######## block 1 ########
--- src/rtl/gb_mapper_multimode.sv ---
// Multi-mode Game Boy cartridge mapper (DETECT / MBC1 / MBC5).
// Synchronises the cartridge bus strobes to the CPLD clock, commits register
// writes on the synchronised /WR rising edge, and drives the banked high
// address lines for ROM and RAM plus the FRAM chip enable.
module gb_mapper_multimode #(
    parameter int ROM_BANK_BITS = 9,
    parameter int RAM_BANK_BITS = 4,
    parameter int FORCE_MODE    = 0
) (
    input  logic                                          reset,
    input  logic                                          clock,
    input  logic [3:0]                                    inputAddress,
    input  logic [7:0]                                    inputData,
    input  logic                                          inputCE,
    input  logic                                          inputRD,
    input  logic                                          inputWR,
    output logic [ROM_BANK_BITS-1:0]                      romHighAddress,
    output logic [((RAM_BANK_BITS > 0) ? RAM_BANK_BITS : 1)-1:0] ramHighAddress,
    output logic                                          ramCE,
    output logic [1:0]                                    mapperMode
);

    // A zero-width RAM bank still needs one physical bit; it is held at 0.
    localparam int RAM_W = (RAM_BANK_BITS > 0) ? RAM_BANK_BITS : 1;

    typedef enum logic [1:0] {
        DETECT = 2'd0,
        MBC1   = 2'd1,
        MBC5   = 2'd2
    } mode_t;

    localparam mode_t INIT_MODE = (FORCE_MODE == 1) ? MBC1 :
                                  (FORCE_MODE == 5) ? MBC5 : DETECT;

    // Bit-field masks on the ROM bank register, truncated to its real width.
    localparam logic [ROM_BANK_BITS-1:0] ROM_ONE  = ROM_BANK_BITS'(9'h001);
    localparam logic [ROM_BANK_BITS-1:0] MASK_LO8 = ROM_BANK_BITS'(9'h0FF);
    localparam logic [ROM_BANK_BITS-1:0] MASK_LO5 = ROM_BANK_BITS'(9'h01F);
    localparam logic [ROM_BANK_BITS-1:0] MASK_B65 = ROM_BANK_BITS'(9'h060);

    // Synchroniser chains; bit 1 is the synchronised value.
    logic [1:0] rdSync;
    logic [1:0] wrSync;
    logic [1:0] ceSync;
    logic       wrPrev;

    // Write capture.
    logic [3:0] addrCap;
    logic [7:0] dataCap;

    // Mapper state.
    mode_t                     state;
    logic [ROM_BANK_BITS-1:0]  romBank;
    logic [RAM_W-1:0]          ramBank;
    logic                      ramEnabled;
    logic                      mbc1Mode;
    logic                      zeroSeen;
    logic                      modeSeen;

    // Decode results.
    logic rdSynced;
    logic wrSynced;
    logic ceSynced;
    logic wrRise;
    logic regWrite;
    logic ramEnNext;
    logic ramSelect;
    logic detectZero;
    logic detectMode;
    logic detectLock;
    logic [4:0] mbc1Low5;

    assign rdSynced   = rdSync[1];
    assign wrSynced   = wrSync[1];
    assign ceSynced   = ceSync[1];
    assign mapperMode = state;

    // Two-flop synchronisers for the bus strobes, idle high out of reset.
    always_ff @(posedge clock or negedge reset) begin
        // NOTE: sequential state uses non-blocking assignments so every flop
        // samples the pre-edge values regardless of statement order.
        if (!reset) begin
            rdSync <= 2'b11;
            wrSync <= 2'b11;
            ceSync <= 2'b11;
            wrPrev <= 1'b1;
        end else begin
            rdSync <= {rdSync[0], inputRD};
            wrSync <= {wrSync[0], inputWR};
            ceSync <= {ceSync[0], inputCE};
            wrPrev <= wrSynced;
        end
    end

    // Track address and data while the synchronised /WR is low; the values
    // held at the rising edge are the ones committed.
    always_ff @(posedge clock or negedge reset) begin
        if (!reset) begin
            addrCap <= 4'h0;
            dataCap <= 8'h00;
        end else if (!wrSynced) begin
            addrCap <= inputAddress;
            dataCap <= inputData;
        end
    end

    // Write decode and the look-ahead RAM enable used by both the register
    // file and the chip-enable path, so a disabling write wins immediately.
    always_comb begin
        // NOTE: every signal driven here is assigned on every path, so no
        // latch can be inferred.
        wrRise     = !wrPrev && wrSynced;
        regWrite   = wrRise && !addrCap[3];
        ramEnNext  = ramEnabled;
        if (regWrite && (addrCap[2:1] == 2'b00)) begin
            ramEnNext = (dataCap[3:0] == 4'hA);
        end
        ramSelect  = (inputAddress[3:1] == 3'b101) && !ceSynced;
        detectZero = (addrCap[2:1] == 2'b01) && (dataCap == 8'h00);
        detectMode = (addrCap[2:1] == 2'b11);
        detectLock = ((addrCap[2:0] == 3'h2) && (dataCap >= 8'd32)) ||
                     ((addrCap[2:0] == 3'h3) && dataCap[0]);
        mbc1Low5   = (dataCap[4:0] == 5'd0) ? 5'd1 : dataCap[4:0];
    end

    // Mode state machine and bank registers, updated on each committed write.
    always_ff @(posedge clock or negedge reset) begin
        if (!reset) begin
            state      <= INIT_MODE;
            romBank    <= ROM_ONE;
            ramBank    <= '0;
            ramEnabled <= 1'b0;
            mbc1Mode   <= 1'b0;
            zeroSeen   <= 1'b0;
            modeSeen   <= 1'b0;
        end else begin
            ramEnabled <= ramEnNext;
            if (regWrite) begin
                case (state)
                    MBC1: begin
                        case (addrCap[2:1])
                            2'b01: romBank <= (romBank & ~MASK_LO5) |
                                              ROM_BANK_BITS'(mbc1Low5);
                            2'b10: begin
                                if (mbc1Mode) begin
                                    ramBank <= RAM_W'(dataCap[1:0]);
                                end else begin
                                    romBank <= (romBank & ~MASK_B65) |
                                               ROM_BANK_BITS'({dataCap[1:0], 5'b00000});
                                end
                            end
                            2'b11: mbc1Mode <= dataCap[0];
                            default: ;
                        endcase
                    end
                    default: begin
                        // DETECT behaves as MBC5 except that bank 0 maps to 1.
                        case (addrCap[2:0])
                            3'h2: romBank <= (romBank & ~MASK_LO8) |
                                             ROM_BANK_BITS'(((state == DETECT) && (dataCap == 8'h00))
                                                            ? 8'h01 : dataCap);
                            3'h3: begin
                                if (ROM_BANK_BITS >= 9) begin
                                    romBank <= (romBank & MASK_LO8) |
                                               ROM_BANK_BITS'({dataCap[0], 8'h00});
                                end
                            end
                            3'h4, 3'h5: ramBank <= RAM_W'(dataCap);
                            default: ;
                        endcase
                        if (state == DETECT) begin
                            zeroSeen <= zeroSeen || detectZero;
                            modeSeen <= modeSeen || detectMode;
                            if (detectLock) begin
                                state <= MBC5;
                            end else if ((zeroSeen || detectZero) && (modeSeen || detectMode)) begin
                                state <= MBC1;
                            end
                        end
                    end
                endcase
            end
        end
    end

    // Registered bus outputs: banked high address lines and FRAM /CE.
    always_ff @(posedge clock or negedge reset) begin
        if (!reset) begin
            romHighAddress <= '0;
            ramHighAddress <= '0;
            ramCE          <= 1'b1;
        end else begin
            case (inputAddress[3:2])
                2'b00:   romHighAddress <= '0;
                2'b01:   romHighAddress <= romBank;
                default: ;
            endcase
            if ((RAM_BANK_BITS == 0) || ((state == MBC1) && !mbc1Mode)) begin
                ramHighAddress <= '0;
            end else begin
                ramHighAddress <= ramBank;
            end
            ramCE <= !(ramSelect && ramEnNext && (!rdSynced || !wrSynced));
        end
    end

endmodule

--- config.mk ---
export PLATFORM = sky130hd
export DESIGN_NAME = gb_mapper_multimode
export DESIGN_NICKNAME = d
export VERILOG_FILES = /design/src/rtl/gb_mapper_multimode.sv
export SDC_FILE = /design/constraint.sdc
export NUM_CORES = 1
export LEC_CHECK = 0
export CAP_MARGIN = 20
export CORE_MARGIN = 2
export CORE_UTILIZATION = 40
export DETAILED_ROUTE_END_ITERATION = 7
export PLACE_DENSITY_LB_ADDON = 0.05
export SYNTH_ARGS = -nofsm -noshare
export SYNTH_HDL_FRONTEND = slang
export SYNTH_SLANG_ARGS = --single-unit
--- constraint.sdc ---
create_clock -name clock -period 2 [get_ports clock]
set_clock_uncertainty 0.05 [all_clocks]
set_input_delay 0.2 -clock clock [delete_from_list [all_inputs] [get_ports clock]]
set_output_delay 0.2 -clock clock [all_outputs]
set_load 0.02 [all_outputs]
######## block 2 ########
File: src/rtl/aes_key_expansion_iter.sv
// rtl/aes_key_expansion_iter.sv - iterative AES-128/192/256 key expander, one schedule word per cycle
module aes_key_expansion_iter #(
  parameter int MAX_KEY_LENGTH = 256
) (
  input  logic                      Clk,
  input  logic                      Rst,
  input  logic                      In_valid,
  output logic                      In_ready,
  input  logic [1:0]                Key_mode,
  input  logic [MAX_KEY_LENGTH-1:0] Input_key,
  output logic                      Out_valid,
  input  logic                      Out_ready,
  output logic [127:0]              Output_key,
  output logic [3:0]                Round_index,
  output logic                      Last,
  output logic                      Key_error
);

  localparam int NMAX = MAX_KEY_LENGTH / 32;

  typedef enum logic [1:0] {IDLE, GEN, OUT} state_t;

  state_t        state_q, state_d;
  logic [31:0]   key_q [NMAX];
  logic [31:0]   win_q [NMAX];
  logic [127:0]  buf_q;
  logic [5:0]    i_q;
  logic [3:0]    modc_q;
  logic [7:0]    rcon_q;
  logic [3:0]    nk_q, nr_q, round_q;
  logic          key_error_q;

  logic [3:0]    mode_nk, mode_nr;
  logic          mode_legal;
  logic [31:0]   key_word, w_prev, w_old, sub_in, sub_out, new_word;
  logic          past_key;

  // GF(2^8) multiply modulo x^8+x^4+x^3+x+1
  function automatic logic [7:0] gf_mul(input logic [7:0] a, input logic [7:0] b);
    logic [7:0] p, x;
    p = 8'h00;
    x = a;
    for (int k = 0; k < 8; k++) begin
      if (b[k]) p = p ^ x;
      x = {x[6:0], 1'b0} ^ (x[7] ? 8'h1b : 8'h00);
    end
    return p;
  endfunction

  // S-box as multiplicative inverse (a^254) followed by the affine map
  function automatic logic [7:0] sbox(input logic [7:0] a);
    logic [7:0] sq, r;
    sq = a;
    r  = 8'h01;
    for (int k = 1; k < 8; k++) begin
      sq = gf_mul(sq, sq);
      r  = gf_mul(r, sq);
    end
    return r ^ {r[6:0], r[7]} ^ {r[5:0], r[7:6]} ^ {r[4:0], r[7:5]} ^ {r[3:0], r[7:4]} ^ 8'h63;
  endfunction

  // Decode requested mode; a mode wider than the synthesized window is rejected
  always_comb begin
    mode_nk = 4'd4;
    mode_nr = 4'd10;
    case (Key_mode)
      2'b01:   begin mode_nk = 4'd6; mode_nr = 4'd12; end
      2'b10:   begin mode_nk = 4'd8; mode_nr = 4'd14; end
      2'b11:   begin mode_nk = 4'd8; mode_nr = 4'd14; end
      default: begin mode_nk = 4'd4; mode_nr = 4'd10; end
    endcase
    mode_legal = (Key_mode != 2'b11) && ((32 * int'(mode_nk)) <= MAX_KEY_LENGTH);
  end

  // Schedule word for position i from the key or from the sliding window
  always_comb begin
    key_word = 32'h0;
    w_old    = 32'h0;
    for (int j = 0; j < NMAX; j++) begin
      if (i_q == 6'(j)) key_word = key_q[j];
      if (nk_q == 4'(j + 1)) w_old = win_q[j];
    end
    w_prev   = win_q[0];
    past_key = (i_q >= {2'b00, nk_q});
    sub_in   = (modc_q == 4'd0) ? {w_prev[7:0], w_prev[31:8]} : w_prev;
    sub_out  = {sbox(sub_in[31:24]), sbox(sub_in[23:16]), sbox(sub_in[15:8]), sbox(sub_in[7:0])};
    if (!past_key)
      new_word = key_word;
    else if (modc_q == 4'd0)
      new_word = w_old ^ sub_out ^ {24'h0, rcon_q};
    else if ((nk_q == 4'd8) && (modc_q == 4'd4))
      new_word = w_old ^ sub_out;
    else
      new_word = w_old ^ w_prev;
  end

  // State register
  always_ff @(posedge Clk or posedge Rst) begin
    if (Rst) state_q <= IDLE;
    else     state_q <= state_d;
  end

  // Next-state logic: four words per GEN visit, then hold in OUT until accepted
  always_comb begin
    state_d = state_q;
    case (state_q)
      IDLE:    if (In_valid && mode_legal) state_d = GEN;
      GEN:     if (i_q[1:0] == 2'd3) state_d = OUT;
      OUT:     if (Out_ready) state_d = (round_q == nr_q) ? IDLE : GEN;
      default: state_d = IDLE;
    endcase
  end

  // Handshake and status outputs
  always_comb begin
    In_ready    = (state_q == IDLE);
    Out_valid   = (state_q == OUT);
    Last        = (state_q == OUT) && (round_q == nr_q);
    Output_key  = buf_q;
    Round_index = round_q;
    Key_error   = key_error_q;
  end

  // Key latch, word generation, window shift and round counting
  always_ff @(posedge Clk or posedge Rst) begin
    if (Rst) begin
      for (int j = 0; j < NMAX; j++) begin
        key_q[j] <= 32'h0;
        win_q[j] <= 32'h0;
      end
      buf_q       <= 128'h0;
      i_q         <= 6'd0;
      modc_q      <= 4'd0;
      rcon_q      <= 8'h00;
      nk_q        <= 4'd0;
      nr_q        <= 4'd0;
      round_q     <= 4'd0;
      key_error_q <= 1'b0;
    end else begin
      key_error_q <= (state_q == IDLE) && In_valid && !mode_legal;
      case (state_q)
        IDLE: begin
          if (In_valid && mode_legal) begin
            nk_q <= mode_nk;
            nr_q <= mode_nr;
            for (int j = 0; j < NMAX; j++) key_q[j] <= Input_key[32*j +: 32];
            i_q     <= 6'd0;
            modc_q  <= 4'd0;
            rcon_q  <= 8'h01;
            round_q <= 4'd0;
          end
        end
        GEN: begin
          buf_q[{i_q[1:0], 5'b00000} +: 32] <= new_word;
          win_q[0] <= new_word;
          for (int j = 1; j < NMAX; j++) win_q[j] <= win_q[j-1];
          i_q    <= i_q + 6'd1;
          modc_q <= (modc_q == nk_q - 4'd1) ? 4'd0 : modc_q + 4'd1;
          if (past_key && (modc_q == 4'd0))
            rcon_q <= {rcon_q[6:0], 1'b0} ^ (rcon_q[7] ? 8'h1b : 8'h00);
        end
        OUT: begin
          if (Out_ready && (round_q != nr_q)) round_q <= round_q + 4'd1;
        end
        default: ;
      endcase
    end
  end

endmodule

File: config.mk
export PLATFORM = sky130hd
export DESIGN_NAME = aes_key_expansion_iter
export DESIGN_NICKNAME = d
export VERILOG_FILES = /design/src/rtl/aes_key_expansion_iter.sv
export SDC_FILE = /design/constraint.sdc
export NUM_CORES = 2
export LEC_CHECK = 0
export ABC_CLOCK_PERIOD_IN_PS = 22800
export CORE_ASPECT_RATIO = 2
export CORE_UTILIZATION = 43
export DETAILED_ROUTE_END_ITERATION = 8
export GPL_ROUTABILITY_DRIVEN = 0
export GPL_TIMING_DRIVEN = 0
export MAX_ROUTING_LAYER = met4
export PLACE_DENSITY = 0.61
export SLEW_MARGIN = 20
export SYNTH_ARGS = -nofsm -noshare
export SYNTH_HDL_FRONTEND = slang
export SYNTH_SLANG_ARGS = --single-unit
File: constraint.sdc
create_clock -name Clk -period 22.8 [get_ports Clk]
set_input_delay 5.7 -clock Clk [delete_from_list [all_inputs] [get_ports Clk]]
set_output_delay 5.7 -clock Clk [all_outputs]
set_load 0.02 [all_outputs]
######## block 3 ########
`src/rtl/rx_audio_samp_src.sv`:
```
// rtl/rx_audio_samp_src.sv - audio/wideband sample source with audio-memory read handshake (optional RX_TICKS_EN tick stamp)
module rx_audio_samp_src #(
    parameter int WB_CYCLES = 6,
    parameter int DW        = 16
) (
    input  logic          adc_clk,
    input  logic          reset_n,
    input  logic          aud_valid,
    input  logic [DW-1:0] aud_i,
    input  logic [DW-1:0] aud_q,
    input  logic          wb_valid,
    input  logic [DW-1:0] wb_i,
    input  logic [DW-1:0] wb_q,
    input  logic          rd_getI,
    input  logic          rd_getQ,
    input  logic          rd_getWB,
    input  logic          clr_flags,
    output logic          rx_avail_A,
    output logic          rx_avail_wb_A,
    output logic [DW-1:0] rx_din_A,
    output logic          aud_ovfl,
    output logic          wb_ovfl,
    output logic          aud_miss,
    output logic          proto_err
`ifdef RX_TICKS_EN
    ,
    output logic [47:0]   ticks_A
`endif
);

    localparam logic [1:0] AIDLE = 2'd0;
    localparam logic [1:0] AI    = 2'd1;
    localparam logic [1:0] AQ    = 2'd2;

    localparam logic [1:0] WIDLE = 2'd0;
    localparam logic [1:0] WI    = 2'd1;
    localparam logic [1:0] WQ    = 2'd2;

    localparam logic [3:0] WB_LAST = 4'(WB_CYCLES - 1);

    logic [1:0]    aud_state;
    logic [1:0]    wb_state;
    logic [DW-1:0] aud_i_r;
    logic [DW-1:0] aud_q_r;
    logic          aud_pending;
    logic [DW-1:0] wb_i_r;
    logic [DW-1:0] wb_q_r;
    logic          wb_pending;
    logic [3:0]    wb_ctr;

    logic sel_i;
    logic sel_q;
    logic sel_wb;
    logic multi_get;
    logic aud_rd_i;
    logic aud_rd_q;
    logic wb_rd;
    logic wb_rd_q;
    logic bad_get;
    logic aud_load;
    logic aud_ovfl_set;
    logic wb_ovfl_set;
    logic slot_start;
    logic aud_announce;
    logic aud_miss_set;

    // Read arbitration: at most one strobe is served, I before Q before WB.
    always_comb begin
        sel_i     = rd_getI;
        sel_q     = rd_getQ & ~rd_getI;
        sel_wb    = rd_getWB & ~rd_getI & ~rd_getQ;
        multi_get = (rd_getI & rd_getQ) | (rd_getI & rd_getWB) | (rd_getQ & rd_getWB);
        aud_rd_i  = sel_i & (aud_state == AI);
        aud_rd_q  = sel_q & (aud_state == AQ);
        wb_rd     = sel_wb & ((wb_state == WI) | (wb_state == WQ));
        wb_rd_q   = sel_wb & (wb_state == WQ);
        bad_get   = multi_get | (sel_i & ~aud_rd_i) | (sel_q & ~aud_rd_q) | (sel_wb & ~wb_rd);
    end

    // Holding-register events; a completing Q read frees the slot in the same cycle.
    always_comb begin
        aud_load     = aud_valid & (~aud_pending | aud_rd_q);
        aud_ovfl_set = aud_valid & aud_pending & ~aud_rd_q;
        wb_ovfl_set  = wb_valid & wb_pending & ~wb_rd_q;
        slot_start   = wb_valid & (wb_ctr == 4'd0);
        // An already-announced sample is not offered again.
        aud_announce = slot_start & aud_pending & (aud_state == AIDLE);
        aud_miss_set = slot_start & ~aud_pending;
    end

    // Audio holding register and pending bit.
    always_ff @(posedge adc_clk or negedge reset_n) begin
        if (!reset_n) begin
            aud_i_r     <= '0;
            aud_q_r     <= '0;
            aud_pending <= 1'b0;
        end else begin
            if (aud_load) begin
                aud_i_r     <= aud_i;
                aud_q_r     <= aud_q;
                aud_pending <= 1'b1;
            end else if (aud_rd_q) begin
                aud_pending <= 1'b0;
            end
        end
    end

    // Wideband holding register: newest sample always wins.
    always_ff @(posedge adc_clk or negedge reset_n) begin
        if (!reset_n) begin
            wb_i_r     <= '0;
            wb_q_r     <= '0;
            wb_pending <= 1'b0;
        end else begin
            if (wb_valid) begin
                wb_i_r     <= wb_i;
                wb_q_r     <= wb_q;
                wb_pending <= 1'b1;
            end else if (wb_rd_q) begin
                wb_pending <= 1'b0;
            end
        end
    end

    // Wideband slot counter: position of the next wideband sample within an audio slot.
    always_ff @(posedge adc_clk or negedge reset_n) begin
        if (!reset_n) begin
            wb_ctr <= 4'd0;
        end else if (wb_valid) begin
            wb_ctr <= (wb_ctr == WB_LAST) ? 4'd0 : wb_ctr + 4'd1;
        end
    end

    // Availability pulses, one cycle after the wideband strobe.
    always_ff @(posedge adc_clk or negedge reset_n) begin
        if (!reset_n) begin
            rx_avail_A    <= 1'b0;
            rx_avail_wb_A <= 1'b0;
        end else begin
            rx_avail_A    <= aud_announce;
            rx_avail_wb_A <= wb_valid;
        end
    end

    // Audio read FSM: announce, then I, then Q.
    always_ff @(posedge adc_clk or negedge reset_n) begin
        if (!reset_n) begin
            aud_state <= AIDLE;
        end else begin
            case (aud_state)
                AIDLE:   if (rx_avail_A) aud_state <= AI;
                AI:      if (aud_rd_i)   aud_state <= AQ;
                AQ:      if (aud_rd_q)   aud_state <= AIDLE;
                default: aud_state <= AIDLE;
            endcase
        end
    end

    // Wideband read FSM: announce, then two WB reads (I then Q).
    always_ff @(posedge adc_clk or negedge reset_n) begin
        if (!reset_n) begin
            wb_state <= WIDLE;
        end else begin
            case (wb_state)
                WIDLE:   if (rx_avail_wb_A) wb_state <= WI;
                WI:      if (wb_rd)         wb_state <= WQ;
                WQ:      if (wb_rd)         wb_state <= WIDLE;
                default: wb_state <= WIDLE;
            endcase
        end
    end

    // Read data register: updated only by a served read, otherwise holds.
    always_ff @(posedge adc_clk or negedge reset_n) begin
        if (!reset_n) begin
            rx_din_A <= '0;
        end else begin
            if (aud_rd_i) begin
                rx_din_A <= aud_i_r;
            end else if (aud_rd_q) begin
                rx_din_A <= aud_q_r;
            end else if (wb_rd) begin
                rx_din_A <= (wb_state == WI) ? wb_i_r : wb_q_r;
            end
        end
    end

    // Sticky status flags; a set in the same cycle as clr_flags takes precedence.
    always_ff @(posedge adc_clk or negedge reset_n) begin
        if (!reset_n) begin
            aud_ovfl  <= 1'b0;
            wb_ovfl   <= 1'b0;
            aud_miss  <= 1'b0;
            proto_err <= 1'b0;
        end else begin
            aud_ovfl  <= aud_ovfl_set | (aud_ovfl  & ~clr_flags);
            wb_ovfl   <= wb_ovfl_set  | (wb_ovfl   & ~clr_flags);
            aud_miss  <= aud_miss_set | (aud_miss  & ~clr_flags);
            proto_err <= bad_get      | (proto_err & ~clr_flags);
        end
    end

`ifdef RX_TICKS_EN
    logic [47:0] tick_ctr;

    // Free-running tick counter; ticks_A is loaded with the value the counter shows during the rx_avail_A pulse.
    always_ff @(posedge adc_clk or negedge reset_n) begin
        if (!reset_n) begin
            tick_ctr <= '0;
            ticks_A  <= '0;
        end else begin
            tick_ctr <= tick_ctr + 48'd1;
            if (aud_announce) begin
                ticks_A <= tick_ctr + 48'd1;
            end
        end
    end
`endif

endmodule

```
`config.mk`:
```
export PLATFORM = sky130hd
export DESIGN_NAME = rx_audio_samp_src
export DESIGN_NICKNAME = d
export VERILOG_FILES = /design/src/rtl/rx_audio_samp_src.sv
export SDC_FILE = /design/constraint.sdc
export NUM_CORES = 1
export LEC_CHECK = 0
export ABC_AREA = 1
export CAP_MARGIN = 20
export CORE_MARGIN = 10
export CORE_UTILIZATION = 50
export CTS_CLUSTER_DIAMETER = 80
export CTS_CLUSTER_SIZE = 20
export DETAILED_ROUTE_END_ITERATION = 6
export HOLD_SLACK_MARGIN = 0.05
export MAX_ROUTING_LAYER = met4
export PLACE_DENSITY = 0.79
export SYNTH_ARGS = -nofsm -noshare
export SYNTH_HDL_FRONTEND = slang
export SYNTH_SLANG_ARGS = --single-unit
```
`constraint.sdc`:
```
create_clock -name adc_clk -period 2 [get_ports adc_clk]
set_input_delay 0.3 -clock adc_clk [delete_from_list [all_inputs] [get_ports adc_clk]]
set_output_delay 0.3 -clock adc_clk [all_outputs]
set_load 0.05 [all_outputs]
```
Figure 1. Metal 2 (block 2).
Bar = 100 um.
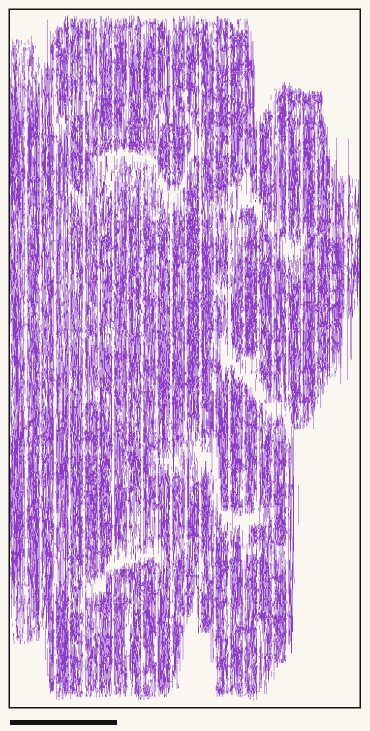
longest straight run: 151 um
wire length on this layer: 196 mm

==> run_summary.xml, block 2 <==
<?xml version="1.0" encoding="UTF-8"?>
<metrics>
  <group name="final_layout">
    <metric name="final_nets" unit="">12800</metric>
    <metric name="layout.filler_cells" unit="">20800</metric>
    <metric name="dominant_cells" unit="">logic gates</metric>
  </group>
  <group name="drt">
    <metric name="post-route-drc-count" unit="">4</metric>
    <metric name="post_drt_wl_per_cell" unit="um">25.8</metric>
    <metric name="totalWireLength" unit="um">395000</metric>
  </group>
  <group name="critical_path">
    <metric name="critPathMaxFanout" unit="">10</metric>
    <metric name="endpoint_kind" unit="">register</metric>
  </group>
  <group name="run_status">
    <metric name="run_status" unit="">complete, but fails checks</metric>
    <metric name="failed_checks" unit="">DRC</metric>
  </group>
  <group name="final_timing">
    <metric name="finalSetupTns" unit="ns">0</metric>
  </group>
  <group name="placed_design">
    <metric name="dp.final_hpwl" unit="um">313000</metric>
  </group>
  <group name="yosys">
    <metric name="most_common_cell" unit="">sky130_fd_sc_hd__nand2_1</metric>
  </group>
  <group name="worst_hold_path">
    <metric name="hold_start" unit="">win_q[108]</metric>
  </group>
  <group name="job">
    <metric name="cap_viol_max_count" unit="">0</metric>
  </group>
</metrics>
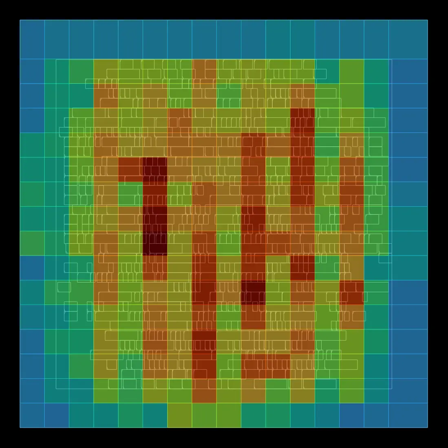
Figure 2: block 3, routing congestion.
busiest metal layer after global routing: met2
M1 GR Usage: 21.8%

==> run_summary.xml, block 3 <==
<?xml version="1.0" encoding="UTF-8"?>
<metrics>
  <group name="yosys">
    <metric name="synth.cell_area" unit="mm2">0.00446</metric>
    <metric name="post_synth_xor_area_fraction" unit="%">0.196</metric>
    <metric name="cells_taking_the_most_area_after_synthesis" unit="">sky130_fd_sc_hd__dfrtp_1, sky130_fd_sc_hd__nand2_1, sky130_fd_sc_hd__nand3_1</metric>
    <metric name="syn_avg_cell_area" unit="um2">8.08</metric>
    <metric name="most_common_cell" unit="">sky130_fd_sc_hd__nand2_1</metric>
  </group>
  <group name="drt">
    <metric name="post_drt_wl_per_cell" unit="um">15.5</metric>
    <metric name="drtPass1Iterations" unit="">5</metric>
    <metric name="iteration_0_drc_count_of_the_detailed_router" unit="">275</metric>
    <metric name="wl_met1" unit="um">4710</metric>
  </group>
  <group name="final_layout">
    <metric name="layout.filler_cells" unit="">717</metric>
    <metric name="fin_area" unit="mm2">0.00573</metric>
  </group>
  <group name="final_timing">
    <metric name="setup_viol" unit="">0</metric>
    <metric name="count_of_final_max_slew_check_failures" unit="">0</metric>
  </group>
  <group name="grt">
    <metric name="first_pass_grt_wire_length" unit="um">19400</metric>
  </group>
  <group name="run_status">
    <metric name="run_status" unit="">completed</metric>
  </group>
  <group name="placed_design">
    <metric name="post_place_setup_slack" unit="ns">-0.0795</metric>
    <metric name="dp.final_hpwl" unit="um">8640</metric>
    <metric name="io_buffer_count" unit="">93</metric>
  </group>
  <group name="cts">
    <metric name="worst_setup_hold_path_clk_slew" unit="ns">0.09</metric>
  </group>
  <group name="floorplanning">
    <metric name="num_io_pins" unit="">94</metric>
  </group>
</metrics>
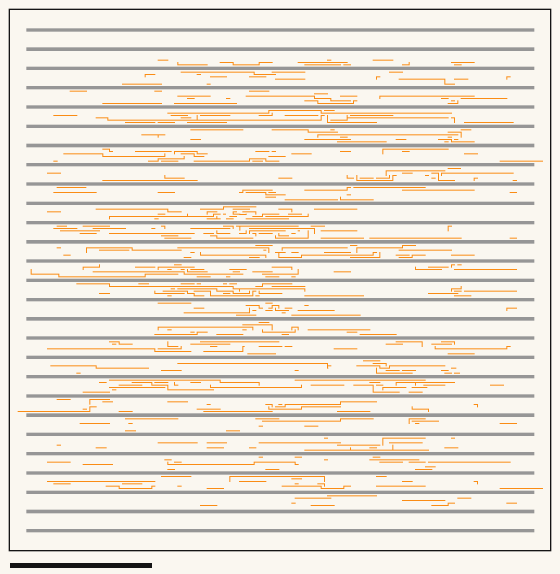
Figure 3: block 1, met1 routing.
Bar = 20 um. Supply wires on this layer in grey.
nets with wire on the layer: 184
longest straight run: 30.1 um
wire length on this layer: 1,860 um
share of all routed wire: 46%

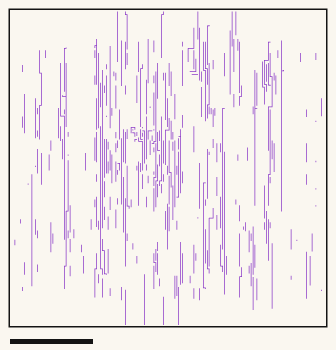
Figure 4: block 1, metal 2.
Bar = 20 um.
wire length on this layer: 1,910 um
longest straight run: 41.1 um
nets with wire on the layer: 186

==> run_summary.xml, block 1 <==
<?xml version="1.0" encoding="UTF-8"?>
<metrics>
  <group name="run_status">
    <metric name="run_status" unit="">completed</metric>
  </group>
  <group name="drt">
    <metric name="totalWireLength" unit="um">4010</metric>
    <metric name="antenna_violating_nets_post_route" unit="">0</metric>
  </group>
  <group name="final_timing">
    <metric name="rsz_0062_raised_after_global_routing" unit="">false</metric>
    <metric name="setup_viol" unit="">0</metric>
  </group>
  <group name="final_layout">
    <metric name="comb-cell-share" unit="%">27.4</metric>
    <metric name="clkbuf_count" unit="">6</metric>
    <metric name="non_clock_buffer_count" unit="">43</metric>
    <metric name="nonClockInverterCount" unit="">4</metric>
  </group>
  <group name="critical_path">
    <metric name="crit_path_launch_type" unit="">register</metric>
    <metric name="cp-startpoint" unit="">wrSync[1]</metric>
    <metric name="worst-endpoint-required" unit="ns">2.18</metric>
    <metric name="crit_family" unit="">simple AND/OR/NAND/NOR gates</metric>
    <metric name="rr_endpoint" unit="">mapperMode[0]</metric>
    <metric name="timing.rr.start" unit="">wrSync[1]</metric>
    <metric name="critical_path_depth" unit="">4</metric>
    <metric name="setup.worst_path.class" unit="">register to register</metric>
  </group>
  <group name="floorplanning">
    <metric name="tap-cell-count" unit="">70</metric>
  </group>
  <group name="grt">
    <metric name="grt_antenna_before_repair" unit="">0</metric>
  </group>
  <group name="cts">
    <metric name="cts_sinks" unit="">52</metric>
    <metric name="clock_tree.htree_level_count" unit="">2</metric>
    <metric name="post-cts-setup-buffers" unit="">0</metric>
  </group>
  <group name="yosys">
    <metric name="ys_seq_share" unit="%">62.9</metric>
    <metric name="syn_avg_cell_area" unit="um2">13.7</metric>
    <metric name="synth_largest_type_area_fraction" unit="%">51.5</metric>
    <metric name="enable_flop_cells" unit="">0</metric>
    <metric name="synth_flop_count" unit="">52</metric>
  </group>
  <group name="job">
    <metric name="cap_viol_max_count" unit="">0</metric>
  </group>
</metrics>

==> layout pictures side by side <==
The metal 3 layer.
picture 1
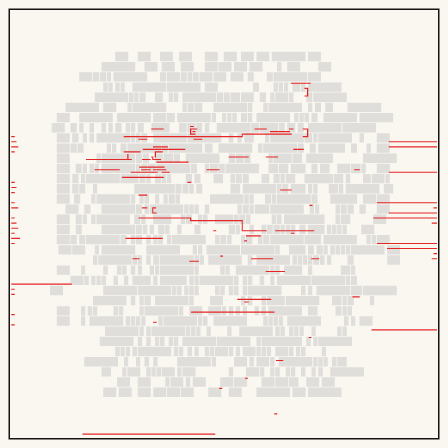
picture 2
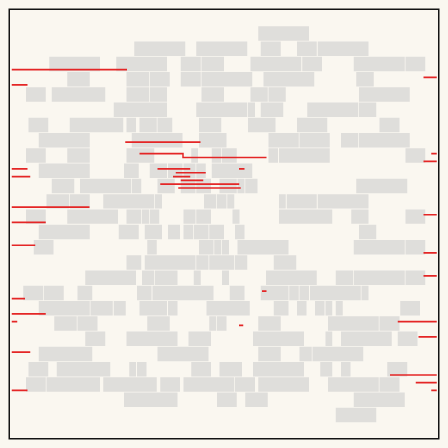
picture 3
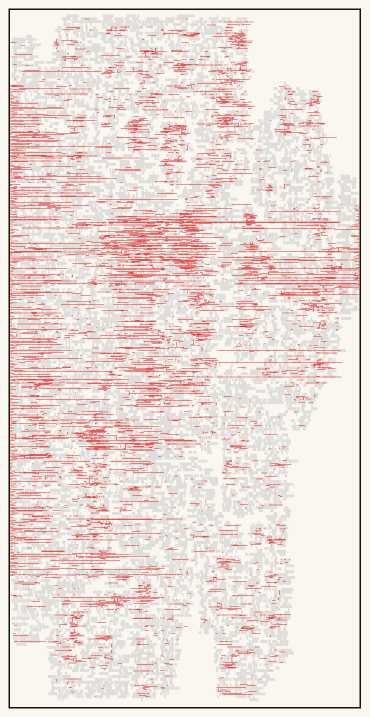
block 3: picture 1
block 2: picture 3
block 1: picture 2


